######## design 1 ########
==> design_1/layers.png <==
Only two layers are drawn.
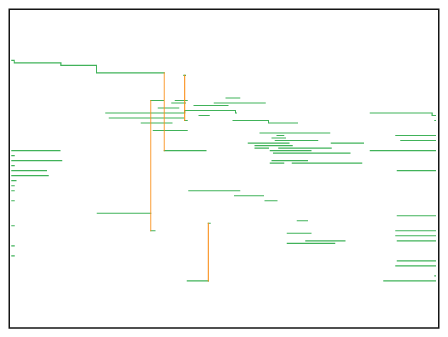
==> src/rtl/loader_pkg.sv <==
// Shared state encoding and widths for the program loader.
// PROGRAM_LOADER_CHECKSUM_EN adds the trailing checksum byte to the byte-accepting states.
package loader_pkg;

    localparam int INSTR_W = 16;
    localparam int BYTE_W  = 8;

    typedef enum logic [3:0] {
        IDLE,
        LEN_LO,
        LEN_HI,
        DATA_LO,
        DATA_HI,
        WRITE,
        CSUM,
        DONE,
        ERROR
    } loaderState_e;

    function automatic logic takesByte(input loaderState_e s);
`ifdef PROGRAM_LOADER_CHECKSUM_EN
        return (s == LEN_LO) || (s == LEN_HI) || (s == DATA_LO) ||
               (s == DATA_HI) || (s == CSUM);
`else
        return (s == LEN_LO) || (s == LEN_HI) || (s == DATA_LO) ||
               (s == DATA_HI);
`endif
    endfunction

endpackage

==> src/rtl/loader_timer.sv <==
// Idle watchdog for the byte stream: reloads on clear, counts down while run,
// and flags expiry on the TIMEOUT-th consecutive idle cycle. TIMEOUT of 0 disables it.
module loader_timer #(
    parameter int TIMEOUT = 1000000
) (
    input  logic clk,
    input  logic reset_n,
    input  logic clear,
    input  logic run,
    output logic expired
);

    localparam int CNT_W = (TIMEOUT > 0) ? $clog2(TIMEOUT + 1) : 1;
    localparam logic [CNT_W-1:0] LOAD_VAL = CNT_W'(TIMEOUT);

    logic [CNT_W-1:0] remain_q, remain_d;

    always_comb begin
        remain_d = remain_q;
        if (clear) begin
            remain_d = LOAD_VAL;
        end else if (run && (remain_q != '0)) begin
            remain_d = remain_q - 1'b1;
        end
    end

    always_ff @(posedge clk or negedge reset_n) begin
        if (!reset_n) begin
            remain_q <= '0;
        end else begin
            remain_q <= remain_d;
        end
    end

    // Expiry fires during the last idle cycle so the FSM reaches ERROR on that edge.
    assign expired = (TIMEOUT != 0) && run && (remain_q == CNT_W'(1));

endmodule

==> src/rtl/program_loader.sv <==
// Downloads a length-prefixed little-endian program into the icache while holding the CPU.
// Define PROGRAM_LOADER_CHECKSUM_EN to require a trailing XOR checksum byte.
module program_loader
    import loader_pkg::*;
#(
    parameter int ADDR_W  = 8,
    parameter int TIMEOUT = 1000000
) (
    input  logic                 clk,
    input  logic                 reset_n,
    input  logic                 load_req,
    input  logic                 in_valid,
    input  logic [BYTE_W-1:0]    in_data,
    output logic                 in_ready,
    output logic                 cpu_hold,
    output logic                 wr_en,
    output logic [ADDR_W-1:0]    wr_addr,
    output logic [INSTR_W-1:0]   wr_data,
    output logic                 load_done,
    output logic                 load_error,
    output logic [ADDR_W:0]      words_loaded
);

    localparam logic [31:0] CAPACITY = 32'(1) << ADDR_W;

    loaderState_e        state_q, state_d;
    logic [15:0]         len_q, len_d;
    logic [ADDR_W:0]     wordCount_q, wordCount_d;
    logic [BYTE_W-1:0]   byteLo_q, byteLo_d;
    logic [BYTE_W-1:0]   byteHi_q, byteHi_d;
`ifdef PROGRAM_LOADER_CHECKSUM_EN
    logic [BYTE_W-1:0]   csum_q, csum_d;
`endif

    logic        accepting;
    logic        xfer;
    logic        timerExpired;
    logic [15:0] lenFull;

    assign accepting = takesByte(state_q);
    assign xfer      = in_valid && accepting;
    assign lenFull   = {in_data, len_q[7:0]};

    loader_timer #(
        .TIMEOUT (TIMEOUT)
    ) u_timer (
        .clk     (clk),
        .reset_n (reset_n),
        .clear   (!accepting || xfer),
        .run     (accepting && !xfer),
        .expired (timerExpired)
    );

    always_comb begin
        state_d     = state_q;
        len_d       = len_q;
        wordCount_d = wordCount_q;
        byteLo_d    = byteLo_q;
        byteHi_d    = byteHi_q;
`ifdef PROGRAM_LOADER_CHECKSUM_EN
        csum_d      = csum_q;
`endif
        case (state_q)
            IDLE, ERROR: begin
                if (load_req) begin
                    state_d     = LEN_LO;
                    wordCount_d = '0;
`ifdef PROGRAM_LOADER_CHECKSUM_EN
                    csum_d      = '0;
`endif
                end
            end
            LEN_LO: begin
                if (xfer) begin
                    len_d[7:0] = in_data;
                    state_d    = LEN_HI;
                end
            end
            LEN_HI: begin
                if (xfer) begin
                    len_d[15:8] = in_data;
                    if (lenFull == 16'd0) begin
                        state_d = DONE;
                    end else if (32'(lenFull) > CAPACITY) begin
                        state_d = ERROR;
                    end else begin
                        state_d = DATA_LO;
                    end
                end
            end
            DATA_LO: begin
                if (xfer) begin
                    byteLo_d = in_data;
`ifdef PROGRAM_LOADER_CHECKSUM_EN
                    csum_d   = csum_q ^ in_data;
`endif
                    state_d  = DATA_HI;
                end
            end
            DATA_HI: begin
                if (xfer) begin
                    byteHi_d = in_data;
`ifdef PROGRAM_LOADER_CHECKSUM_EN
                    csum_d   = csum_q ^ in_data;
`endif
                    state_d  = WRITE;
                end
            end
            WRITE: begin
                wordCount_d = wordCount_q + 1'b1;
                if ((32'(wordCount_q) + 32'd1) == 32'(len_q)) begin
`ifdef PROGRAM_LOADER_CHECKSUM_EN
                    state_d = CSUM;
`else
                    state_d = DONE;
`endif
                end else begin
                    state_d = DATA_LO;
                end
            end
`ifdef PROGRAM_LOADER_CHECKSUM_EN
            CSUM: begin
                if (xfer) begin
                    state_d = (in_data == csum_q) ? DONE : ERROR;
                end
            end
`endif
            DONE: begin
                state_d = IDLE;
            end
            default: begin
                state_d = IDLE;
            end
        endcase
        // A stalled source aborts the download regardless of which byte was pending.
        if (timerExpired) begin
            state_d = ERROR;
        end
    end

    always_ff @(posedge clk or negedge reset_n) begin
        if (!reset_n) begin
            state_q     <= IDLE;
            len_q       <= '0;
            wordCount_q <= '0;
            byteLo_q    <= '0;
            byteHi_q    <= '0;
`ifdef PROGRAM_LOADER_CHECKSUM_EN
            csum_q      <= '0;
`endif
        end else begin
            state_q     <= state_d;
            len_q       <= len_d;
            wordCount_q <= wordCount_d;
            byteLo_q    <= byteLo_d;
            byteHi_q    <= byteHi_d;
`ifdef PROGRAM_LOADER_CHECKSUM_EN
            csum_q      <= csum_d;
`endif
        end
    end

    assign in_ready     = accepting;
    assign cpu_hold     = (state_q != IDLE) && (state_q != DONE);
    assign wr_en        = (state_q == WRITE);
    assign wr_addr      = wr_en ? wordCount_q[ADDR_W-1:0] : '0;
    assign wr_data      = wr_en ? {byteHi_q, byteLo_q} : '0;
    assign load_done    = (state_q == DONE);
    assign load_error   = (state_q == ERROR);
    assign words_loaded = wordCount_q;

endmodule

==> config.mk <==
export PLATFORM = sky130hd
export DESIGN_NAME = program_loader
export DESIGN_NICKNAME = d
export VERILOG_FILES = /design/src/rtl/loader_pkg.sv /design/src/rtl/loader_timer.sv /design/src/rtl/program_loader.sv
export SDC_FILE = /design/constraint.sdc
export NUM_CORES = 1
export LEC_CHECK = 0
export ABC_CLOCK_PERIOD_IN_PS = 2440
export CORE_ASPECT_RATIO = 0.7
export CORE_MARGIN = 8
export CORE_UTILIZATION = 50
export CTS_BUF_LIST = sky130_fd_sc_hd__clkbuf_16
export CTS_CLUSTER_DIAMETER = 50
export DETAILED_ROUTE_END_ITERATION = 6
export PLACE_DENSITY_LB_ADDON = 0.05
export SYNTH_ARGS = -nofsm -noshare
export SYNTH_HDL_FRONTEND = slang
export SYNTH_SLANG_ARGS = --single-unit
==> constraint.sdc <==
create_clock -name clk -period 2.44 [get_ports clk]
set_clock_uncertainty 0.05 [all_clocks]
set_input_delay 0.244 -clock clk [delete_from_list [all_inputs] [get_ports clk]]
set_output_delay 0.244 -clock clk [all_outputs]
set_load 0.02 [all_outputs]
==> out/results.tsv <==
stage	metric	value	unit
cells_and_area	filler_cell_count	550	
power_and_ir_drop	p_switching	1650	µW
cells_and_area	seqAreaFraction	36.1	%
route	wl_per_cell	16.3	µm
cells_and_area	layout-drive-gt1-share	19.0	%
power_and_ir_drop	power.clock.total	1470	µW
cells_and_area	final_util	66.5	%
route	drt_iter0_drc	206	
sta	finalMaxSlewViolations	0	
sta	worst-slew-pin-transition	0.613	ns
cells_and_area	final.signal_inverter_count	6	
flow_run	cap_viol_max_count	0	
cells_and_area	bufAreaShareNonClock	13.2	%
global_route	grt.met3_usage	4.63	%
synthesis	synth-cells-yosys	352	
sta	worst_rel_slew_slack	59.1	%
global_route	grt-busiest-layer	met1	
die	die_h	86.1	µm
synthesis	compound_area_share	7.28	%
place	port_buffers	49	
power_and_ir_drop	power.group.top	combinational cells	
die	die_x	116	µm
global_route	grt_pass1_wl	14400	µm
route	route.detailed.drc	0	
cells_and_area	clock_cell_area_share	7.57	%
sta	grt_setup_unrepaired	no	
sta	finalSetupViolations	0	
route	met2WireLength	3410	µm
die	fp.coreArea	6790	µm²
outcome	run_status	finished clean	
synthesis	ys_seq_share	46.4	%
place	gp_routability_congestion	0.812	
synthesis	adder_share	1.71	%
synthesis	number_of_different_library_cells_in_the_post_synthesis_netlist	42	
clocking	postCtsHoldBufs	1	
cells_and_area	area.growth.synth_to_final	28.6	%
power_and_ir_drop	switching_share	33.6	%
power_and_ir_drop	pg_seq	1690	µW
synthesis	synthesis.area_per_instance	9.97	µm²
cells_and_area	final_cells	515	
cells_and_area	largest_cell_class	logic gates	
Notes on design_1/layers.png above:
M4 -> orange  # wire length 84.3 µm
M3 -> green  # wire length 619 µm

[placed cells by master, fill, tap and decap left out, drive strengths merged, types with 2 or more instances in the layout]
cell type / instances
or4: 2
or3: 5
nand4: 6
o31ai: 2
nand2b: 3
ha: 4
nor4: 14
clkbuf: 9
mux2: 32
clkinv: 2
dlymetal6s2s: 3
clkdlybuf4s50: 22
a21oi: 9
o21ai: 24
a31o: 2
nor2b: 3
nand3: 6
buf: 17
xor2: 6
nor3: 18
nor2: 30
and2: 24
inv: 7
nand2: 40
bufinv: 3
and3: 7
dfrtp: 65
a32o: 2
dlygate4sd2: 23
xnor2: 22
[metrics by stage]
step | setup slack [ns] | area [µm²]
2_1_floorplan | 0.485 | 3510
3_3_place_gp | 0.155 | 4170
3_5_place_dp | 0.126 | 4170
4_1_cts | 0.0255 | 4500
5_1_grt | 0.0436 | 4510
6_report | 0.171 | 4510
[flip-flops by register name, indices dropped and copies added, names as in the netlist]
register and flops:
words_loaded 9, len_q 16, byteHi_q 8, state_q 4, byteLo_q 8, u_timer.remain_q 20
[critical path, stage by stage, from the launching register on]
cell             delay (ns)
dfrtp_1                0.38
buf_4                  0.20
nor4_1                 0.40
clkdlybuf4s50_1        0.68

######## design 2 ########
==> design_2/ff_map.png <==
Other sequential cells in the stronger gray, the rest of the logic in the fainter gray.
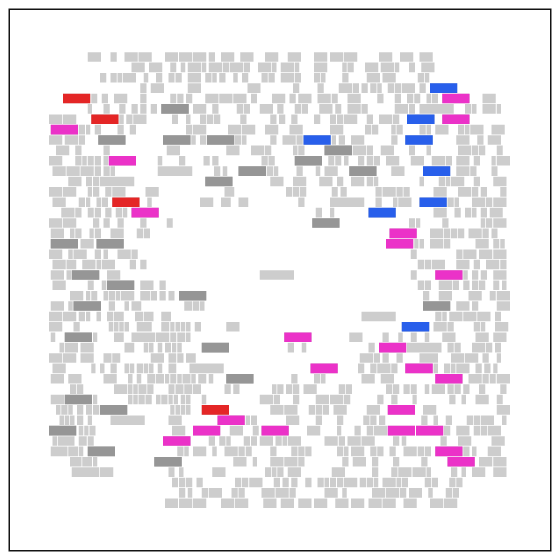
==> design_2/layers.png <==
Only two layers are drawn.
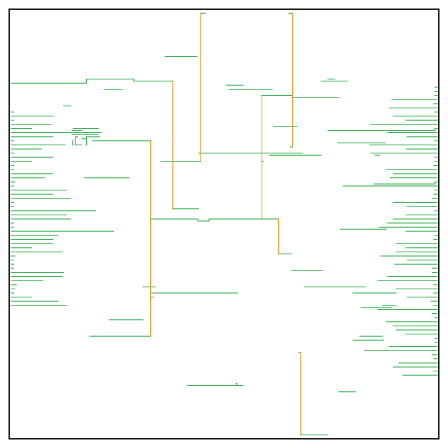
==> design_2/m2.png <==
Scale bar: 50 µm.
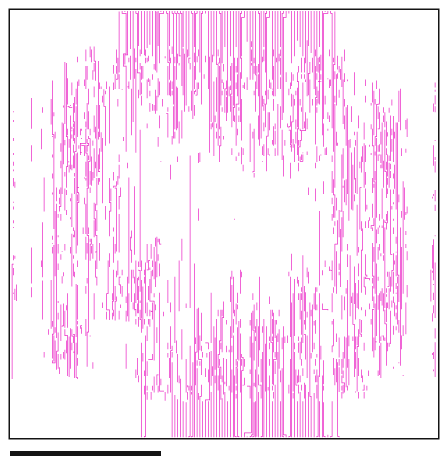
<file path="src/rtl/axi_addr_arbiter_if.sv">
// Address-channel bundle for axi_addr_arbiter: per-master request slices
// on one side, the single registered peripheral address channel on the other.
interface axi_addr_arbiter_if #(
   parameter int masters    = 4,
   parameter int width      = 22,
   parameter int id_bits    = 4,
   parameter int len_bits   = 8,
   parameter int size_bits  = 3,
   parameter int burst_bits = 2,
   parameter int lock_bits  = 1,
   parameter int cache_bits = 4,
   parameter int prot_bits  = 3
);
   // Requester side, master i at slice i.
   logic [masters-1:0]            M_VALID;
   logic [masters-1:0]            M_READY;
   logic [masters*id_bits-1:0]    M_ID;
   logic [masters*width-1:0]      M_ADDR;
   logic [masters*len_bits-1:0]   M_LEN;
   logic [masters*size_bits-1:0]  M_SIZE;
   logic [masters*burst_bits-1:0] M_BURST;
   logic [masters*lock_bits-1:0]  M_LOCK;
   logic [masters*cache_bits-1:0] M_CACHE;
   logic [masters*prot_bits-1:0]  M_PROT;

   // Peripheral side.
   logic [masters-1:0]    MASTER;
   logic [id_bits-1:0]    ID;
   logic [width-1:0]      ADDR;
   logic [len_bits-1:0]   LEN;
   logic [size_bits-1:0]  SIZE;
   logic [burst_bits-1:0] BURST;
   logic [lock_bits-1:0]  LOCK;
   logic [cache_bits-1:0] CACHE;
   logic [prot_bits-1:0]  PROT;
   logic                  VALID;
   logic                  READY;
   logic                  DONE;
   logic [3:0]            OUTSTANDING;
   logic                  ERR;

   modport slave (
      input  M_VALID, M_ID, M_ADDR, M_LEN, M_SIZE, M_BURST, M_LOCK, M_CACHE, M_PROT,
      input  READY, DONE,
      output M_READY, MASTER, ID, ADDR, LEN, SIZE, BURST, LOCK, CACHE, PROT,
      output VALID, OUTSTANDING, ERR
   );

   modport master (
      output M_VALID, M_ID, M_ADDR, M_LEN, M_SIZE, M_BURST, M_LOCK, M_CACHE, M_PROT,
      output READY, DONE,
      input  M_READY, MASTER, ID, ADDR, LEN, SIZE, BURST, LOCK, CACHE, PROT,
      input  VALID, OUTSTANDING, ERR
   );
endinterface

</file>
<file path="src/rtl/axi_addr_arbiter.sv">
// Round-robin arbiter sharing one peripheral address channel between several
// AXI address requesters, with a registered offer and an in-flight limit.
module axi_addr_arbiter #(
   parameter int masters         = 4,
   parameter int width           = 22,
   parameter int max_outstanding = 4,
   parameter int id_bits         = 4,
   parameter int len_bits        = 8,
   parameter int size_bits       = 3,
   parameter int burst_bits      = 2,
   parameter int lock_bits       = 1,
   parameter int cache_bits      = 4,
   parameter int prot_bits       = 3
) (
   input logic             CLK,
   input logic             RESETN,
   axi_addr_arbiter_if.slave bus
);

   localparam int idx_bits = (masters > 1) ? $clog2(masters) : 1;

   typedef enum logic {
      IDLE,
      OFFER
   } state_t;

   state_t              state, state_nxt;
   logic [idx_bits-1:0] last;
   logic [idx_bits-1:0] grant_idx;
   logic                grant_found;
   logic                grant_en;
   logic                accept;
   logic [3:0]          outstanding;
   logic                err;

   assign bus.VALID       = (state == OFFER);
   assign bus.OUTSTANDING = outstanding;
   assign bus.ERR         = err;

   // Rotating search: the master just after the last winner is looked at first.
   always_comb begin : search
      int cand;
      // NOTE: every variable gets a default before any conditional write, so
      // no path leaves a value unassigned and no latch is inferred.
      grant_idx   = last;
      grant_found = 1'b0;
      cand        = 0;
      for (int i = 1; i <= masters; i++) begin
         cand = int'(last) + i;
         if (cand >= masters) cand = cand - masters;
         if (!grant_found && bus.M_VALID[cand]) begin
            grant_found = 1'b1;
            grant_idx   = idx_bits'(cand);
         end
      end
   end

   always_comb begin : fsm_next
      state_nxt   = state;
      grant_en    = 1'b0;
      accept      = 1'b0;
      bus.M_READY = '0;
      case (state)
         IDLE: begin
            if (RESETN && grant_found && (outstanding < 4'(max_outstanding))) begin
               grant_en               = 1'b1;
               bus.M_READY[grant_idx] = 1'b1;
               state_nxt              = OFFER;
            end
         end
         OFFER: begin
            if (bus.READY) begin
               accept    = 1'b1;
               state_nxt = IDLE;
            end
         end
         default: state_nxt = IDLE;
      endcase
   end

   always_ff @(posedge CLK) begin : regs
      // NOTE: sequential state uses non-blocking assignments only, so every
      // register samples pre-edge values regardless of statement order.
      if (!RESETN) begin
         state       <= IDLE;
         last        <= idx_bits'(masters - 1);
         outstanding <= 4'd0;
         err         <= 1'b0;
         bus.MASTER  <= '0;
         bus.ID      <= '0;
         bus.ADDR    <= '0;
         bus.LEN     <= '0;
         bus.SIZE    <= '0;
         bus.BURST   <= '0;
         bus.LOCK    <= '0;
         bus.CACHE   <= '0;
         bus.PROT    <= '0;
      end else begin
         state <= state_nxt;

         if (grant_en) begin
            last       <= grant_idx;
            bus.MASTER <= masters'(1) << grant_idx;
            bus.ID     <= bus.M_ID   [grant_idx*id_bits    +: id_bits];
            bus.ADDR   <= bus.M_ADDR [grant_idx*width      +: width];
            bus.LEN    <= bus.M_LEN  [grant_idx*len_bits   +: len_bits];
            bus.SIZE   <= bus.M_SIZE [grant_idx*size_bits  +: size_bits];
            bus.BURST  <= bus.M_BURST[grant_idx*burst_bits +: burst_bits];
            bus.LOCK   <= bus.M_LOCK [grant_idx*lock_bits  +: lock_bits];
            bus.CACHE  <= bus.M_CACHE[grant_idx*cache_bits +: cache_bits];
            bus.PROT   <= bus.M_PROT [grant_idx*prot_bits  +: prot_bits];
         end

         // An accept and a completion in the same cycle cancel out.
         case ({accept, bus.DONE})
            2'b10: outstanding <= outstanding + 4'd1;
            2'b01: begin
               if (outstanding == 4'd0) err <= 1'b1;
               else                     outstanding <= outstanding - 4'd1;
            end
            default: ;
         endcase
      end
   end

endmodule

</file>
<file path="src/flat_wrapper.sv">
// flat-port wrapper written by rule: the top's interface ports become plain ports
module axi_addr_arbiter_flat 
#(
   parameter int masters         = 4,
   parameter int width           = 22,
   parameter int max_outstanding = 4,
   parameter int id_bits         = 4,
   parameter int len_bits        = 8,
   parameter int size_bits       = 3,
   parameter int burst_bits      = 2,
   parameter int lock_bits       = 1,
   parameter int cache_bits      = 4,
   parameter int prot_bits       = 3
)
  (CLK, RESETN, bus_M_VALID, bus_M_ID, bus_M_ADDR, bus_M_LEN, bus_M_SIZE, bus_M_BURST, bus_M_LOCK, bus_M_CACHE, bus_M_PROT, bus_READY, bus_DONE, bus_M_READY, bus_MASTER, bus_ID, bus_ADDR, bus_LEN, bus_SIZE, bus_BURST, bus_LOCK, bus_CACHE, bus_PROT, bus_VALID, bus_OUTSTANDING, bus_ERR);
  axi_addr_arbiter_if #(.masters(masters), .width(width), .id_bits(id_bits), .len_bits(len_bits), .size_bits(size_bits), .burst_bits(burst_bits), .lock_bits(lock_bits), .cache_bits(cache_bits), .prot_bits(prot_bits)) bus_i ();
  input logic CLK;
  input logic RESETN;
  input wire logic [$bits(bus_i.M_VALID)-1:0] bus_M_VALID;
  input wire logic [$bits(bus_i.M_ID)-1:0] bus_M_ID;
  input wire logic [$bits(bus_i.M_ADDR)-1:0] bus_M_ADDR;
  input wire logic [$bits(bus_i.M_LEN)-1:0] bus_M_LEN;
  input wire logic [$bits(bus_i.M_SIZE)-1:0] bus_M_SIZE;
  input wire logic [$bits(bus_i.M_BURST)-1:0] bus_M_BURST;
  input wire logic [$bits(bus_i.M_LOCK)-1:0] bus_M_LOCK;
  input wire logic [$bits(bus_i.M_CACHE)-1:0] bus_M_CACHE;
  input wire logic [$bits(bus_i.M_PROT)-1:0] bus_M_PROT;
  input wire logic [$bits(bus_i.READY)-1:0] bus_READY;
  input wire logic [$bits(bus_i.DONE)-1:0] bus_DONE;
  output wire logic [$bits(bus_i.M_READY)-1:0] bus_M_READY;
  output wire logic [$bits(bus_i.MASTER)-1:0] bus_MASTER;
  output wire logic [$bits(bus_i.ID)-1:0] bus_ID;
  output wire logic [$bits(bus_i.ADDR)-1:0] bus_ADDR;
  output wire logic [$bits(bus_i.LEN)-1:0] bus_LEN;
  output wire logic [$bits(bus_i.SIZE)-1:0] bus_SIZE;
  output wire logic [$bits(bus_i.BURST)-1:0] bus_BURST;
  output wire logic [$bits(bus_i.LOCK)-1:0] bus_LOCK;
  output wire logic [$bits(bus_i.CACHE)-1:0] bus_CACHE;
  output wire logic [$bits(bus_i.PROT)-1:0] bus_PROT;
  output wire logic [$bits(bus_i.VALID)-1:0] bus_VALID;
  output wire logic [$bits(bus_i.OUTSTANDING)-1:0] bus_OUTSTANDING;
  output wire logic [$bits(bus_i.ERR)-1:0] bus_ERR;
  assign bus_i.M_VALID = bus_M_VALID;
  assign bus_i.M_ID = bus_M_ID;
  assign bus_i.M_ADDR = bus_M_ADDR;
  assign bus_i.M_LEN = bus_M_LEN;
  assign bus_i.M_SIZE = bus_M_SIZE;
  assign bus_i.M_BURST = bus_M_BURST;
  assign bus_i.M_LOCK = bus_M_LOCK;
  assign bus_i.M_CACHE = bus_M_CACHE;
  assign bus_i.M_PROT = bus_M_PROT;
  assign bus_i.READY = bus_READY;
  assign bus_i.DONE = bus_DONE;
  assign bus_M_READY = bus_i.M_READY;
  assign bus_MASTER = bus_i.MASTER;
  assign bus_ID = bus_i.ID;
  assign bus_ADDR = bus_i.ADDR;
  assign bus_LEN = bus_i.LEN;
  assign bus_SIZE = bus_i.SIZE;
  assign bus_BURST = bus_i.BURST;
  assign bus_LOCK = bus_i.LOCK;
  assign bus_CACHE = bus_i.CACHE;
  assign bus_PROT = bus_i.PROT;
  assign bus_VALID = bus_i.VALID;
  assign bus_OUTSTANDING = bus_i.OUTSTANDING;
  assign bus_ERR = bus_i.ERR;
  axi_addr_arbiter #(.masters(masters), .width(width), .max_outstanding(max_outstanding), .id_bits(id_bits), .len_bits(len_bits), .size_bits(size_bits), .burst_bits(burst_bits), .lock_bits(lock_bits), .cache_bits(cache_bits), .prot_bits(prot_bits)) u_core (.CLK(CLK), .RESETN(RESETN), .bus(bus_i));
endmodule
</file>
<file path="config.mk">
export PLATFORM = sky130hd
export DESIGN_NAME = axi_addr_arbiter_flat
export DESIGN_NICKNAME = d
export VERILOG_FILES = /design/src/rtl/axi_addr_arbiter_if.sv /design/src/rtl/axi_addr_arbiter.sv /design/src/flat_wrapper.sv
export SDC_FILE = /design/constraint.sdc
export NUM_CORES = 1
export LEC_CHECK = 0
export ABC_AREA = 1
export CORE_MARGIN = 10
export CORE_UTILIZATION = 28
export DETAILED_ROUTE_END_ITERATION = 12
export PLACE_DENSITY = 0.68
export RECOVER_POWER = 25
export SYNTH_ARGS = -nofsm -noshare
export SYNTH_HDL_FRONTEND = slang
export SYNTH_SLANG_ARGS = --single-unit
</file>
<file path="constraint.sdc">
create_clock -name CLK -period 5.1 [get_ports CLK]
set_input_delay 1.02 -clock CLK [delete_from_list [all_inputs] [get_ports CLK]]
set_output_delay 1.02 -clock CLK [all_outputs]
set_load 0.005 [all_outputs]
</file>
==> out/results.tsv <==
stage	metric	value	unit
sta	worst-slew-pin-transition	2.83	ns
power_and_ir_drop	internal_power	2250	µW
critical_path	timing.critical_path.from	bus_M_VALID[0]	
critical_path	rr_worst_depth	14	
route	via_per_inst	5.10	
power_and_ir_drop	p_switching	2800	µW
route	met1_routed_wirelength_after_detailed_routing	8000	µm
critical_path	data_arrival_critical_path	3.31	ns
flow_run	cap_viol_max_count	1	
min_path	launch_instance_of_the_worst_min_delay_path	u_core.bus.SIZE[2]$_SDFFE_PN0P_	
clocking	clock_tree.htree_level_count	3	
critical_path	worst-endpoint-required	4.08	ns
cells_and_area	antenna-diode-count	0	
synthesis	synthesis.area_per_instance	6.21	µm²
power_and_ir_drop	power.sequential.fraction	13.4	%
sta	period_needed	4.33	ns
power_and_ir_drop	power_frac_clock	10.8	%
route	drtPass1Iterations	5	
power_and_ir_drop	power.clock.total	544	µW
synthesis	number_of_different_library_cells_in_the_post_synthesis_netlist	24	
die	fp.coreArea	14500	µm²
critical_path	timing.critical_path.to	bus_M_READY[2]	
global_route	grt.met3_usage	5.97	%
outcome	run_status	complete, but fails checks	
power_and_ir_drop	pg_seq	678	µW
flow_run	warning_count	26	
synthesis	mux_area_share	0	%
die	die_x	142	µm
sta	finalClockSkew	0.00656	ns
power_and_ir_drop	power.group.top	combinational cells	
route	wl_met3	1720	µm
synthesis	adder_share	1.09	%
die	num_rows	44	
synthesis	asyncSetResetFlopFracSynth	0	%
place	port_buffers	256	
route	met2WireLength	9630	µm
cells_and_area	largest_register_ff_count	22	
synthesis	fp_nets	865	
global_route	antenna_found_initial	0	
global_route	met1_track_demand_over_resource_in_global_routing	21.9	%
outcome	violations	max-capacitance violations, max-slew violations	
cells_and_area	layout_top_cell	nand3_1	
die	chip_area	20000	µm²
synthesis	synth_chip_area	4130	µm²
critical_path	timing.critical_path.fanout_max	23	
synthesis	synthMostInstantiatedCell	nand3_1	
sta	finalSetupViolations	0	
synthesis	simple_gate_area_share	51.4	%
power_and_ir_drop	worst_ir_drop_vdd	1.06	mV
route	drt_iter0_drc	405	
synthesis	top_cell_area_share	35.5	%
global_route	met2_usage	32.4	%
sta	finalMaxSlewViolations	57	
synthesis	synth-cells-yosys	666	
clocking	setup_repair_bufs_after_cts	0	
critical_path	worstReg2RegEnd	u_core.bus.ADDR[19]$_SDFFE_PN0P_	
sta	final_hold_viol_count	0	
global_route	groute.usage.overall	18.8	%
sta	setup-tns-final	0	ns
synthesis	top_logic_family	simple AND/OR/NAND/NOR gates	
synthesis	synth_flop_count	59	
synthesis	ys_seq_share	28.6	%
die	design.portCount	257	
cells_and_area	lay_top_cells	292 x nand3_1, 227 x clkdlybuf4s50_1, 133 x nand2_1, 59 x dfxtp_1, 57 x a21oi_1	
power_and_ir_drop	finalPower	5050	µW
power_and_ir_drop	p_comb_share	75.8	%
route	wl_per_cell	18.3	µm
route	count_of_vias_placed_by_the_detailed_router	5457	
sta	fmaxAchievable	0.231	GHz
critical_path	r2r-start	u_core.last[0]$_SDFFE_PN1P_	
Notes on design_2/ff_map.png above:
u_core.bus.ADDR -> magenta  # placed flops 22
u_core.bus.LEN -> blue  # placed flops 8, where north-east
u_core.bus.ID -> red  # placed flops 4
not colored = 25

Notes on design_2/layers.png above:
M4 -> orange  # wire length 280 µm
M3 -> green  # wire length 1,720 µm

Notes on design_2/m2.png above:
longest straight run = 57.3 µm
main direction = vertical
share of all routed wire = 49%
wire length on this layer = 9,630 µm
nets with wire on the layer = 844

-- stage by stage --
stage,setup WS [ns],std cells,area [µm²]
global route,0.557,1071,6940
global placement,0.772,1056,6680
finish,0.771,1071,6940
floorplan,2.02,666,4130
detailed placement,0.745,1056,6680
CTS,0.744,1071,6940
-- kinds of logic (layout without fill, tap and decap cells) --
group	count (synthesis)	after routing
and+or+nand+nor	455	455
xor gates and xnor gates	1	1
adders and majority gates	3	3
AOI/OAI and AO/OA	68	68
buffers and inverters	80	301
DFF	59	59
-- layout make-up --
cell class | instances | area, µm²
Timing Repair Buffer | 268 | 2650
Clock buffer | 12 | 246
Fill cell | 1499 | 7540
Clock inverter | 3 | 15.0
Tap cell | 184 | 230
Inverter | 18 | 67.6
Sequential cell | 59 | 1180
Multi-Input combinational cell | 527 | 2550
-- critical path, cell delays in order --
cell and delay, ns:
clkdlybuf4s50_1 0.50, nand2_1 0.08, nand2_2 0.12, nand2_1 0.08, nand2_2 0.10, nand3_2 0.12
inv_2 0.07, nand2_1 0.06, nand2_2 0.38, nand3_1 0.19, inv_1 0.09, clkdlybuf4s50_1 0.50

######## design 3 ########
## src/rtl/rr_arbiter_4.sv

```systemverilog
// Four-requester round-robin arbiter with a bounded hold time.
// A grant is released on done, on the holder dropping its request, or when the hold limit is reached.
module rr_arbiter_4 #(
    parameter int MAX_HOLD = 8
) (
    input  logic       clk,
    input  logic       rst_n,
    input  logic [3:0] req,
    input  logic       done,
    output logic [3:0] gnt,
    output logic [1:0] gnt_id,
    output logic       gnt_valid,
    output logic       timeout,
    output logic       dbg_state,
    output logic [1:0] dbg_ptr
);

    // Handshake: requester i holds req[i] high until it sees gnt[i]; it keeps the grant
    // while req[i] stays high, and gives it back by pulsing done or dropping req[i].
    typedef enum logic {IDLE = 1'b0, GRANT = 1'b1} state_t;

    state_t     state;
    logic [1:0] ptr;
    logic [3:0] hold_cnt;
    logic [1:0] win_id;
    logic       win_found;
    logic [1:0] cand;
    logic       hold_limit;
    logic       release_now;

    always_comb begin
        win_id    = ptr;
        win_found = 1'b0;
        cand      = ptr;
        for (int i = 0; i < 4; i++) begin
            cand = ptr + 2'(i);
            if (!win_found && req[cand]) begin
                win_id    = cand;
                win_found = 1'b1;
            end
        end
    end

    assign hold_limit  = (hold_cnt == 4'(MAX_HOLD - 1));
    assign release_now = done || !req[gnt_id] || hold_limit;

    always_ff @(posedge clk) begin
        if (!rst_n) begin
            state     <= IDLE;
            ptr       <= 2'd0;
            hold_cnt  <= 4'd0;
            gnt       <= 4'b0000;
            gnt_id    <= 2'd0;
            gnt_valid <= 1'b0;
            timeout   <= 1'b0;
        end else begin
            case (state)
                IDLE: begin
                    timeout <= 1'b0;
                    if (win_found) begin
                        state     <= GRANT;
                        hold_cnt  <= 4'd0;
                        gnt       <= 4'b0001 << win_id;
                        gnt_id    <= win_id;
                        gnt_valid <= 1'b1;
                    end
                end
                GRANT: begin
                    if (release_now) begin
                        state     <= IDLE;
                        ptr       <= gnt_id + 2'd1;
                        hold_cnt  <= 4'd0;
                        gnt       <= 4'b0000;
                        gnt_id    <= 2'd0;
                        gnt_valid <= 1'b0;
                        // Only a release forced purely by the hold limit is flagged.
                        timeout   <= hold_limit && !done && req[gnt_id];
                    end else begin
                        hold_cnt <= hold_cnt + 4'd1;
                    end
                end
                default: state <= IDLE;
            endcase
        end
    end

    assign dbg_state = (state == GRANT);
    assign dbg_ptr   = ptr;

endmodule

```

## config.mk

```make
export PLATFORM = sky130hd
export DESIGN_NAME = rr_arbiter_4
export DESIGN_NICKNAME = d
export VERILOG_FILES = /design/src/rtl/rr_arbiter_4.sv
export SDC_FILE = /design/constraint.sdc
export NUM_CORES = 1
export LEC_CHECK = 0
export CORE_UTILIZATION = 42
export CTS_BUF_LIST = sky130_fd_sc_hd__clkbuf_2
export CTS_CLUSTER_DIAMETER = 200
export CTS_CLUSTER_SIZE = 28
export DETAILED_ROUTE_END_ITERATION = 12
export GPL_ROUTABILITY_DRIVEN = 1
export MAX_ROUTING_LAYER = met4
export PLACE_DENSITY = 0.68
export SYNTH_ARGS = -nofsm -noshare
export SYNTH_HDL_FRONTEND = slang
export SYNTH_SLANG_ARGS = --single-unit
```

## constraint.sdc

```tcl
create_clock -name clk -period 3.7 [get_ports clk]
set_clock_uncertainty 0.15 [all_clocks]
set_input_delay 0.74 -clock clk [delete_from_list [all_inputs] [get_ports clk]]
set_output_delay 0.74 -clock clk [all_outputs]
set_load 0.02 [all_outputs]
```

==> design_3/placed.png <==
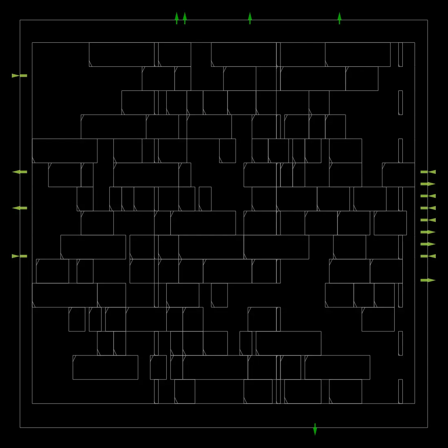
fraction of area in registers: 29.3%
number of cells in the finished layout apart from fillers: 131
Core Box Area: 1760 µm²

==> design_3/m2.png <==
Scale bar: 10 µm.
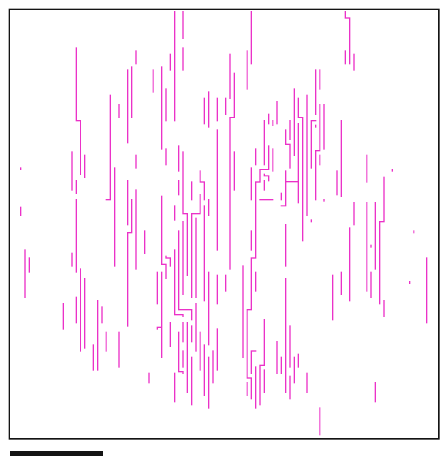
longest straight run = 16.3 µm
main direction = vertical
nets with wire on the layer = 101
wire length on this layer = 717 µm

==> out/results.tsv <==
stage	metric	value	unit
global_route	groute.usage.overall	19.7	%
critical_path	setup.reg_to_reg.worst_slack	1.83	ns
synthesis	synth_chip_area	816	µm²
cells_and_area	biggestRegsByFlops	gnt (4), hold_cnt (4)	
sta	finalMaxSlewViolations	0	
outcome	run_status	finished clean	
route	postRouteWirelength	1810	µm
synthesis	synth-cells-yosys	88	
die	chip_area	2120	µm²
clocking	insertion_delay	0.31	ns
synthesis	synth-main-ff-cell	dfxtp_1	
route	routed.top_layer	met4	
flow_run	warning_count	26	
min_path	hp-class	reg -> reg	
sta	finalSetupViolations	0	
die	die_h	46.1	µm
synthesis	post_synth_xor_area_fraction	1.07	%
die	floorplanUtilization	46.2	%
critical_path	cp_slowest_cell	clkdlybuf4s50_1	
critical_path	data_arrival_critical_path	1.67	ns
place	gp_routability_congestion	0.824	
die	num_rows	15	
sta	fmaxAchievable	0.391	GHz
synthesis	synth_flop_count	15	
power_and_ir_drop	power.leakage	0.000372	µW
cells_and_area	ff_count	15	
sta	worst_rel_slew_slack	67.8	%
sta	final_hold_viol_count	0	
place	place.detailed.instances	127	
sta	layout_setup_ws	1.14	ns
synthesis	synth_area	816	µm²
min_path	min_path_cells	2	
cells_and_area	mi_comb_count	68	
cells_and_area	comb_area_share	48.4	%
critical_path	worst-path-buf-inv	1	
critical_path	path_delay_family	buffers and inverters	
place	port_buffers	17	
global_route	vias_in_the_first_global_route	633	
synthesis	yosysTopAreaCell	dfxtp_1	
route	count_of_vias_placed_by_the_detailed_router	747	
sta	grt_setup_unrepaired	no	
synthesis	number_of_different_library_cells_in_the_post_synthesis_netlist	44	
synthesis	adder_share	1.53	%
cells_and_area	layout-drive-gt1-share	10.4	%
synthesis	simple_gate_area_share	27.5	%
synthesis	yosys-top-cells-area	dfxtp_1 37%, mux2i_1 3.7%, nand2_1 3.7%, nand4_1 3.1%, a21oi_1 2.5%	
synthesis	compound_area_share	27.0	%
route	antenna_left	0	
critical_path	r2r-start	gnt_id[0]$_SDFFE_PN0P_	
cells_and_area	clock_cell_area_share	1.95	%
==> design_3/ff_map.png <==
Other sequential cells in the stronger gray, the rest of the logic in the fainter gray.
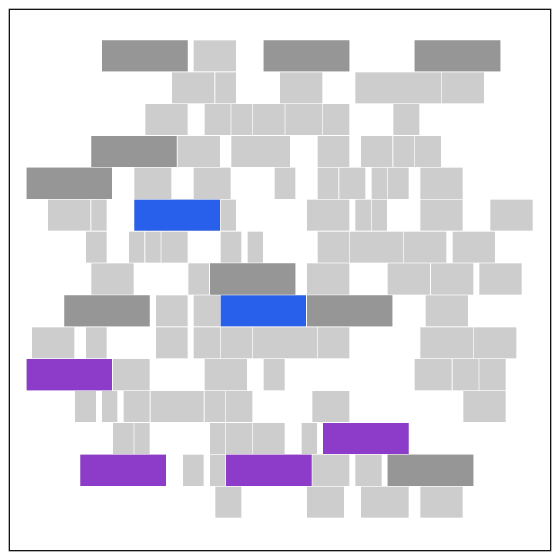
gnt_id -> blue  # placed flops 2
hold_cnt -> purple  # placed flops 4
not colored = 9

## Yosys cell counts, drive strengths merged (2+ instances only)
cell and number:
a21oi 4, a31oi 3, a32o 2, clkbuf 2, dfxtp 15, inv 2, mux2i 3, nand2 8
nand2b 3, nand3 2, nand3b 2, nand4 4, nand4b 2, nor2 4, nor2b 2, nor3 3
o21ai 2, o2bb2ai 2
## metal layers
metal	global-route usage (%)	up-vias
met5	-	-
met3	3.14	4
met2	26.2	19
met4	7.06	0
li1	-	379
met1	29.5	345
## cell usage in the layout (no fill, tap or decap), types with 3 or more instances in the layout
cell | netlist | routed
nand4_1 | 4 | 4
a21oi_1 | 4 | 4
clkdlybuf4s50_1 | 0 | 17
a31oi_1 | 3 | 3
nor2_1 | 3 | 3
mux2i_1 | 3 | 3
clkbuf_2 | 0 | 3
nand2_1 | 8 | 8
dfxtp_1 | 15 | 15
nor3_1 | 3 | 3
nand2b_1 | 3 | 3
## where the power goes
part / switching [µW] / internal, µW
Combinational: 43.9 / 42.2
Sequential: 12.2 / 171
Clock: 57.9 / 24.5
Total: 114 / 237

######## design 4 ########
==> config.mk <==
export PLATFORM = sky130hd
export DESIGN_NAME = fmc_adc_pattern_gen_flat
export DESIGN_NICKNAME = d
export VERILOG_FILES = /design/src/rtl/fmc_adc_pattern_gen_if.sv /design/src/rtl/fmc_adc_pattern_gen.sv /design/src/flat_wrapper.sv
export SDC_FILE = /design/constraint.sdc
export NUM_CORES = 1
export LEC_CHECK = 0
export CAP_MARGIN = 20
export CORE_ASPECT_RATIO = 1.1
export CORE_MARGIN = 10
export CORE_UTILIZATION = 44
export DETAILED_ROUTE_END_ITERATION = 6
export PLACE_DENSITY = 0.67
export SLEW_MARGIN = 30
export SYNTH_ARGS = -nofsm -noshare
export SYNTH_HDL_FRONTEND = slang
export SYNTH_SLANG_ARGS = --single-unit
==> constraint.sdc <==
create_clock -name clk_sys_i -period 5.6 [get_ports clk_sys_i]
set_input_delay 1.12 -clock clk_sys_i [delete_from_list [all_inputs] [get_ports clk_sys_i]]
set_output_delay 1.12 -clock clk_sys_i [all_outputs]
set_load 0.05 [all_outputs]
==> src/rtl/fmc_adc_pattern_gen_if.sv <==
// Configuration and sample-stream bundle of the FMC ADC pattern generator.
// The slave side is the generator; the master side is whoever configures it and consumes samples.
interface fmc_adc_pattern_gen_if #(
  parameter int g_NB_CHANNELS     = 4,
  parameter int g_DATA_WIDTH      = 14,
  parameter int g_FRAME_DIV_WIDTH = 4
);
  logic                                   enable_i;
  logic [1:0]                             mode_i;
  logic [g_FRAME_DIV_WIDTH-1:0]           frame_div_i;
  logic [g_DATA_WIDTH-1:0]                const_i;
  logic [g_DATA_WIDTH-1:0]                ramp_step_i;
  logic [15:0]                            burst_len_i;

  logic                                   frame_o;
  logic                                   valid_o;
  logic [g_NB_CHANNELS*g_DATA_WIDTH-1:0]  data_o;
  logic                                   busy_o;
  logic                                   done_o;
  logic [15:0]                            sample_cnt_o;

  modport master (
    output enable_i, mode_i, frame_div_i, const_i, ramp_step_i, burst_len_i,
    input  frame_o, valid_o, data_o, busy_o, done_o, sample_cnt_o
  );

  modport slave (
    input  enable_i, mode_i, frame_div_i, const_i, ramp_step_i, burst_len_i,
    output frame_o, valid_o, data_o, busy_o, done_o, sample_cnt_o
  );
endinterface

==> src/rtl/fmc_adc_pattern_gen.sv <==
// Multi-channel ADC pattern/frame generator: constant, ramp, LFSR and alternating
// data with a programmable frame period and optional bounded bursts.
module fmc_adc_pattern_gen #(
  parameter int g_NB_CHANNELS     = 4,
  parameter int g_DATA_WIDTH      = 14,
  parameter int g_FRAME_DIV_WIDTH = 4
) (
  input  logic                clk_sys_i,
  input  logic                rst_sys_i,
  fmc_adc_pattern_gen_if.slave bus
);

  localparam int          W           = g_DATA_WIDTH;
  localparam int          DW          = g_NB_CHANNELS * g_DATA_WIDTH;
  localparam int          FW          = g_FRAME_DIV_WIDTH;
  localparam logic [15:0] c_LFSR_SEED = 16'hACE1;
  localparam logic [15:0] c_LFSR_TAPS = 16'hB400;

  typedef enum logic [1:0] {ST_IDLE, ST_RUN, ST_DONE} state_t;
  typedef enum logic [1:0] {
    MODE_CONST = 2'b00,
    MODE_RAMP  = 2'b01,
    MODE_LFSR  = 2'b10,
    MODE_ALT   = 2'b11
  } mode_t;

  function automatic logic [15:0] lfsr_next(input logic [15:0] l);
    return (l >> 1) ^ (l[0] ? c_LFSR_TAPS : 16'h0000);
  endfunction

  state_t          state_q, state_d;
  mode_t           mode_q, mode_d;
  logic [FW-1:0]   div_q, div_d;
  logic [FW-1:0]   div_cnt_q, div_cnt_d;
  logic [W-1:0]    const_q, const_d;
  logic [W-1:0]    step_q, step_d;
  logic [W-1:0]    ramp_q, ramp_d;
  logic [15:0]     burst_q, burst_d;
  logic [15:0]     lfsr_q, lfsr_d;
  logic [15:0]     sample_cnt_q, sample_cnt_d;
  logic            low_seen_q, low_seen_d;
  logic            frame_q, frame_d;
  logic            busy_q, busy_d;
  logic            done_q, done_d;
  logic [DW-1:0]   data_q, data_d;

  // Operand selection: the start edge works on live inputs, later edges on the latched copy.
  logic            start;
  logic            emit;
  mode_t           cur_mode;
  logic [W-1:0]    cur_const;
  logic [W-1:0]    cur_step;
  logic [W-1:0]    cur_ramp;
  logic [15:0]     cur_lfsr;
  logic [15:0]     cur_burst;
  logic            cur_odd;
  logic [DW-1:0]   sample_data;
  logic [W-1:0]    chan;

  always_comb begin
    start = (state_q == ST_IDLE) && bus.enable_i && low_seen_q;
    if (start) begin
      cur_mode  = mode_t'(bus.mode_i);
      cur_const = bus.const_i;
      cur_step  = bus.ramp_step_i;
      cur_ramp  = bus.const_i;
      cur_lfsr  = c_LFSR_SEED;
      cur_burst = bus.burst_len_i;
      cur_odd   = 1'b0;
    end else begin
      cur_mode  = mode_q;
      cur_const = const_q;
      cur_step  = step_q;
      cur_ramp  = ramp_q;
      cur_lfsr  = lfsr_q;
      cur_burst = burst_q;
      cur_odd   = sample_cnt_q[0];
    end
  end

  // ramp_q already holds const + n*step, so each channel only adds its index.
  always_comb begin
    sample_data = '0;
    chan        = '0;
    for (int k = 0; k < g_NB_CHANNELS; k++) begin
      unique case (cur_mode)
        MODE_CONST: chan = cur_const;
        MODE_RAMP:  chan = cur_ramp + W'(k);
        MODE_LFSR:  chan = cur_lfsr[W-1:0] ^ W'(k);
        default:    chan = cur_odd ? ~cur_const : cur_const;
      endcase
      sample_data[k*W +: W] = chan;
    end
  end

  always_comb begin
    // NOTE: every _d gets its hold value first so no branch can leave one unassigned and infer a latch.
    state_d      = state_q;
    mode_d       = mode_q;
    div_d        = div_q;
    div_cnt_d    = div_cnt_q;
    const_d      = const_q;
    step_d       = step_q;
    ramp_d       = ramp_q;
    burst_d      = burst_q;
    lfsr_d       = lfsr_q;
    sample_cnt_d = sample_cnt_q;
    low_seen_d   = low_seen_q;
    data_d       = data_q;
    busy_d       = busy_q;
    frame_d      = 1'b0;
    done_d       = 1'b0;
    emit         = 1'b0;

    unique case (state_q)
      ST_IDLE: begin
        busy_d = 1'b0;
        if (!bus.enable_i) low_seen_d = 1'b1;
        if (start) begin
          state_d      = ST_RUN;
          busy_d       = 1'b1;
          low_seen_d   = 1'b0;
          mode_d       = mode_t'(bus.mode_i);
          div_d        = bus.frame_div_i;
          const_d      = bus.const_i;
          step_d       = bus.ramp_step_i;
          burst_d      = bus.burst_len_i;
          ramp_d       = bus.const_i;
          lfsr_d       = c_LFSR_SEED;
          div_cnt_d    = '0;
          sample_cnt_d = '0;
          emit         = (bus.frame_div_i == '0);
        end
      end
      ST_RUN: begin
        if (!bus.enable_i) begin
          state_d    = ST_IDLE;
          busy_d     = 1'b0;
          low_seen_d = 1'b1;
        end else begin
          div_cnt_d = (div_cnt_q == div_q) ? '0 : div_cnt_q + FW'(1);
          emit      = (div_cnt_d == div_q);
        end
      end
      ST_DONE: begin
        // Enable is deliberately not looked at here, so a low in this cycle does not arm a restart.
        state_d = ST_IDLE;
        busy_d  = 1'b0;
        done_d  = 1'b1;
      end
      default: state_d = ST_IDLE;
    endcase

    if (emit) begin
      frame_d      = 1'b1;
      data_d       = sample_data;
      sample_cnt_d = sample_cnt_d + 16'd1;
      ramp_d       = cur_ramp + cur_step;
      lfsr_d       = lfsr_next(cur_lfsr);
      if ((cur_burst != 16'd0) && (sample_cnt_d == cur_burst)) state_d = ST_DONE;
    end
  end

  always_ff @(posedge clk_sys_i) begin
    if (rst_sys_i) begin
      state_q      <= ST_IDLE;
      mode_q       <= MODE_CONST;
      div_q        <= '0;
      div_cnt_q    <= '0;
      const_q      <= '0;
      step_q       <= '0;
      ramp_q       <= '0;
      burst_q      <= '0;
      lfsr_q       <= c_LFSR_SEED;
      sample_cnt_q <= '0;
      low_seen_q   <= 1'b1;
      frame_q      <= 1'b0;
      busy_q       <= 1'b0;
      done_q       <= 1'b0;
      data_q       <= '0;
    end else begin
      // NOTE: non-blocking so every register samples the pre-edge value of every other one.
      state_q      <= state_d;
      mode_q       <= mode_d;
      div_q        <= div_d;
      div_cnt_q    <= div_cnt_d;
      const_q      <= const_d;
      step_q       <= step_d;
      ramp_q       <= ramp_d;
      burst_q      <= burst_d;
      lfsr_q       <= lfsr_d;
      sample_cnt_q <= sample_cnt_d;
      low_seen_q   <= low_seen_d;
      frame_q      <= frame_d;
      busy_q       <= busy_d;
      done_q       <= done_d;
      data_q       <= data_d;
    end
  end

  assign bus.frame_o      = frame_q;
  assign bus.valid_o      = frame_q;
  assign bus.data_o       = data_q;
  assign bus.busy_o       = busy_q;
  assign bus.done_o       = done_q;
  assign bus.sample_cnt_o = sample_cnt_q;

endmodule

==> src/flat_wrapper.sv <==
// flat-port wrapper written by rule: the top's interface ports become plain ports
module fmc_adc_pattern_gen_flat 
#(
  parameter int g_NB_CHANNELS     = 4,
  parameter int g_DATA_WIDTH      = 14,
  parameter int g_FRAME_DIV_WIDTH = 4
)
  (clk_sys_i, rst_sys_i, bus_enable_i, bus_mode_i, bus_frame_div_i, bus_const_i, bus_ramp_step_i, bus_burst_len_i, bus_frame_o, bus_valid_o, bus_data_o, bus_busy_o, bus_done_o, bus_sample_cnt_o);
  fmc_adc_pattern_gen_if #(.g_NB_CHANNELS(g_NB_CHANNELS), .g_DATA_WIDTH(g_DATA_WIDTH), .g_FRAME_DIV_WIDTH(g_FRAME_DIV_WIDTH)) bus_i ();
  input  logic clk_sys_i;
  input  logic rst_sys_i;
  input wire logic [$bits(bus_i.enable_i)-1:0] bus_enable_i;
  input wire logic [$bits(bus_i.mode_i)-1:0] bus_mode_i;
  input wire logic [$bits(bus_i.frame_div_i)-1:0] bus_frame_div_i;
  input wire logic [$bits(bus_i.const_i)-1:0] bus_const_i;
  input wire logic [$bits(bus_i.ramp_step_i)-1:0] bus_ramp_step_i;
  input wire logic [$bits(bus_i.burst_len_i)-1:0] bus_burst_len_i;
  output wire logic [$bits(bus_i.frame_o)-1:0] bus_frame_o;
  output wire logic [$bits(bus_i.valid_o)-1:0] bus_valid_o;
  output wire logic [$bits(bus_i.data_o)-1:0] bus_data_o;
  output wire logic [$bits(bus_i.busy_o)-1:0] bus_busy_o;
  output wire logic [$bits(bus_i.done_o)-1:0] bus_done_o;
  output wire logic [$bits(bus_i.sample_cnt_o)-1:0] bus_sample_cnt_o;
  assign bus_i.enable_i = bus_enable_i;
  assign bus_i.mode_i = bus_mode_i;
  assign bus_i.frame_div_i = bus_frame_div_i;
  assign bus_i.const_i = bus_const_i;
  assign bus_i.ramp_step_i = bus_ramp_step_i;
  assign bus_i.burst_len_i = bus_burst_len_i;
  assign bus_frame_o = bus_i.frame_o;
  assign bus_valid_o = bus_i.valid_o;
  assign bus_data_o = bus_i.data_o;
  assign bus_busy_o = bus_i.busy_o;
  assign bus_done_o = bus_i.done_o;
  assign bus_sample_cnt_o = bus_i.sample_cnt_o;
  fmc_adc_pattern_gen #(.g_NB_CHANNELS(g_NB_CHANNELS), .g_DATA_WIDTH(g_DATA_WIDTH), .g_FRAME_DIV_WIDTH(g_FRAME_DIV_WIDTH)) u_core (.clk_sys_i(clk_sys_i), .rst_sys_i(rst_sys_i), .bus(bus_i));
endmodule
==> out/results.tsv <==
stage	metric	value	unit
outcome	run_status	finished clean	
critical_path	timing.critical_path.from	bus_enable_i	
critical_path	crit_chain	clkdlybuf4s50_1, and3_4, mux2i_4, inv_2, ha_1, a21o_1, a21oi_1, o211ai_1, a2111oi_0, nor3_1, xnor2_1, o31ai_1	
critical_path	rr_worst_depth	13	
route	wl_per_cell	18.7	µm
place	port_buffers	128	
cells_and_area	clkbuf_count	21	
sta	fmaxAchievable	0.216	GHz
sta	grt_setup_unrepaired	no	
power_and_ir_drop	p_switching	1160	µW
synthesis	synth-main-ff-cell	dfxtp_1	
synthesis	number_of_different_library_cells_in_the_post_synthesis_netlist	67	
critical_path	critical_setup_path_kind	in -> reg	
flow_run	warning_count	31	
clocking	setup_repair_bufs_after_cts	0	
die	num_tap_cells	252	
route	postRouteWirelength	28200	µm
power_and_ir_drop	p_comb_share	27.1	%
synthesis	mux_area_share	4.11	%
power_and_ir_drop	power.leakage	0.00389	µW
min_path	hp-class	reg -> reg	
global_route	vias_in_the_first_global_route	8236	
critical_path	startpoint_type_of_the_worst_setup_path	primary input	
cells_and_area	ff_count	160	
clocking	cts_resized	0	
synthesis	enable_flop_cells	0	
power_and_ir_drop	power_frac_clock	35.9	%
cells_and_area	comb_area_share	48.5	%
route	routed.top_layer	met4	
synthesis	yosys-top-cells-area	dfxtp_1 36%, nand2_1 9.5%, a21oi_1 7.2%, xnor2_1 7.2%, o21ai_0 5.2%	
critical_path	data_arrival_critical_path	4.98	ns
clocking	tritoncts	yes	
route	route.detailed.drc	0	
cells_and_area	mi_comb_count	900	
synthesis	synth-cells-yosys	1163	
synthesis	post_synth_xor_area_fraction	8.36	%
synthesis	synth_area	9010	µm²
## stage by stage
| stage | area, µm² | setup slack, ns |
|---|---|---|
| after detailed placement | 10400 | 0.591 |
| after CTS | 11000 | 1.03 |
| after floorplan | 9010 | 0.905 |
| after global routing | 11000 | 0.518 |
| after global placement | 10400 | 0.608 |
| final | 11000 | 0.960 |
## worst min-delay path, cell delays in order (launching register included)
cell     delay, ns
dfxtp_1       0.30
nand2_1       0.06
a21oi_1       0.06
## sequential cells by signal (all words and copies together) (netlist names)
signal	flops
u_core.div_cnt_q	4
u_core.step_q	14
u_core.bus.busy_o	1
u_core.burst_q	16
u_core.bus.frame_o	1
u_core.bus.sample_cnt_o	16
u_core.bus.data_o	54
u_core.state_q	2
u_core.mode_q	2
u_core.low_seen_q	1
u_core.bus.done_o	1
u_core.const_q	14
u_core.div_q	4
u_core.lfsr_q	16
u_core.ramp_q	14
## cells by family after synthesis
logic type / after synthesis
adder cells (fa/ha/maj): 24
buffers and inverters: 103
multiplexers: 28
AND-OR/OR-AND: 318
XOR/XNOR: 86
AND/OR/NAND/NOR: 444
flip-flops: 160
==> design_4/placed.png <==
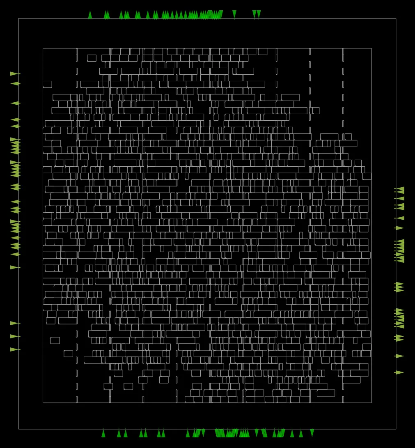
final core occ: 55.2%
total of fill cells in the finished design: 1,932
Core Box Area: 20,000 µm²
number of cells in the finished layout apart from fillers: 1,511

==> design_4/layers.png <==
Only two layers are drawn.
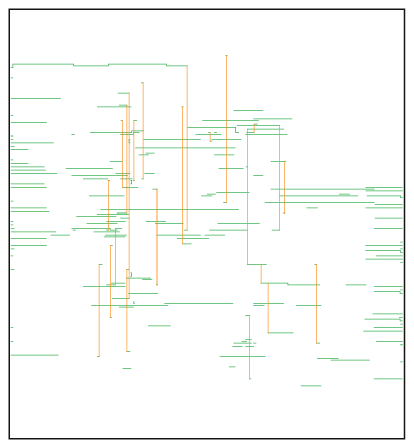
M3 -> green  # wire length 1,650 µm
M4 -> orange  # wire length 775 µm



==> layout pictures side by side <==
I/O nets highlighted.
panel A
Scale bar: 50 µm.
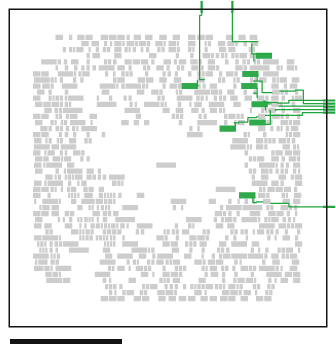
panel B
Scale bar: 20 µm.
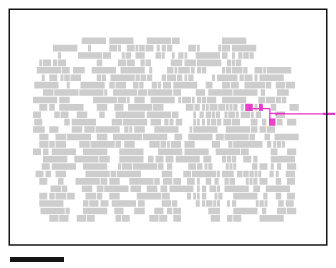
panel C
Scale bar: 10 µm.
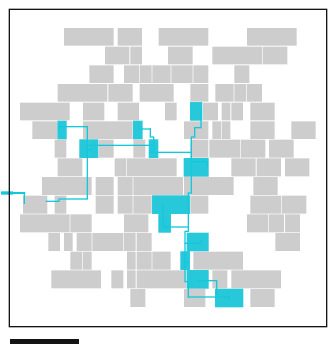
panel D
Scale bar: 50 µm.
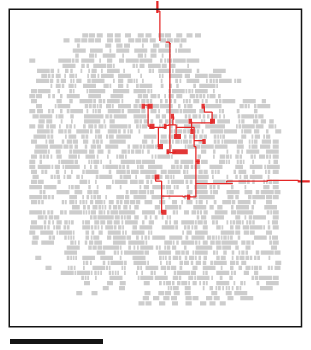
Design 4 is panel D.
Design 2 is panel A.
Design 3 is panel C.
Design 1 is panel B.
- largest die: panel D
- fewest cells: panel C

Key to panel D:
bus_mode_i -> red  # direction input, edge 1 north, 1 east, end cells 18, buffers 2, wire 328 µm

No activity file was given, so power comes from the tool's default toggle rates.
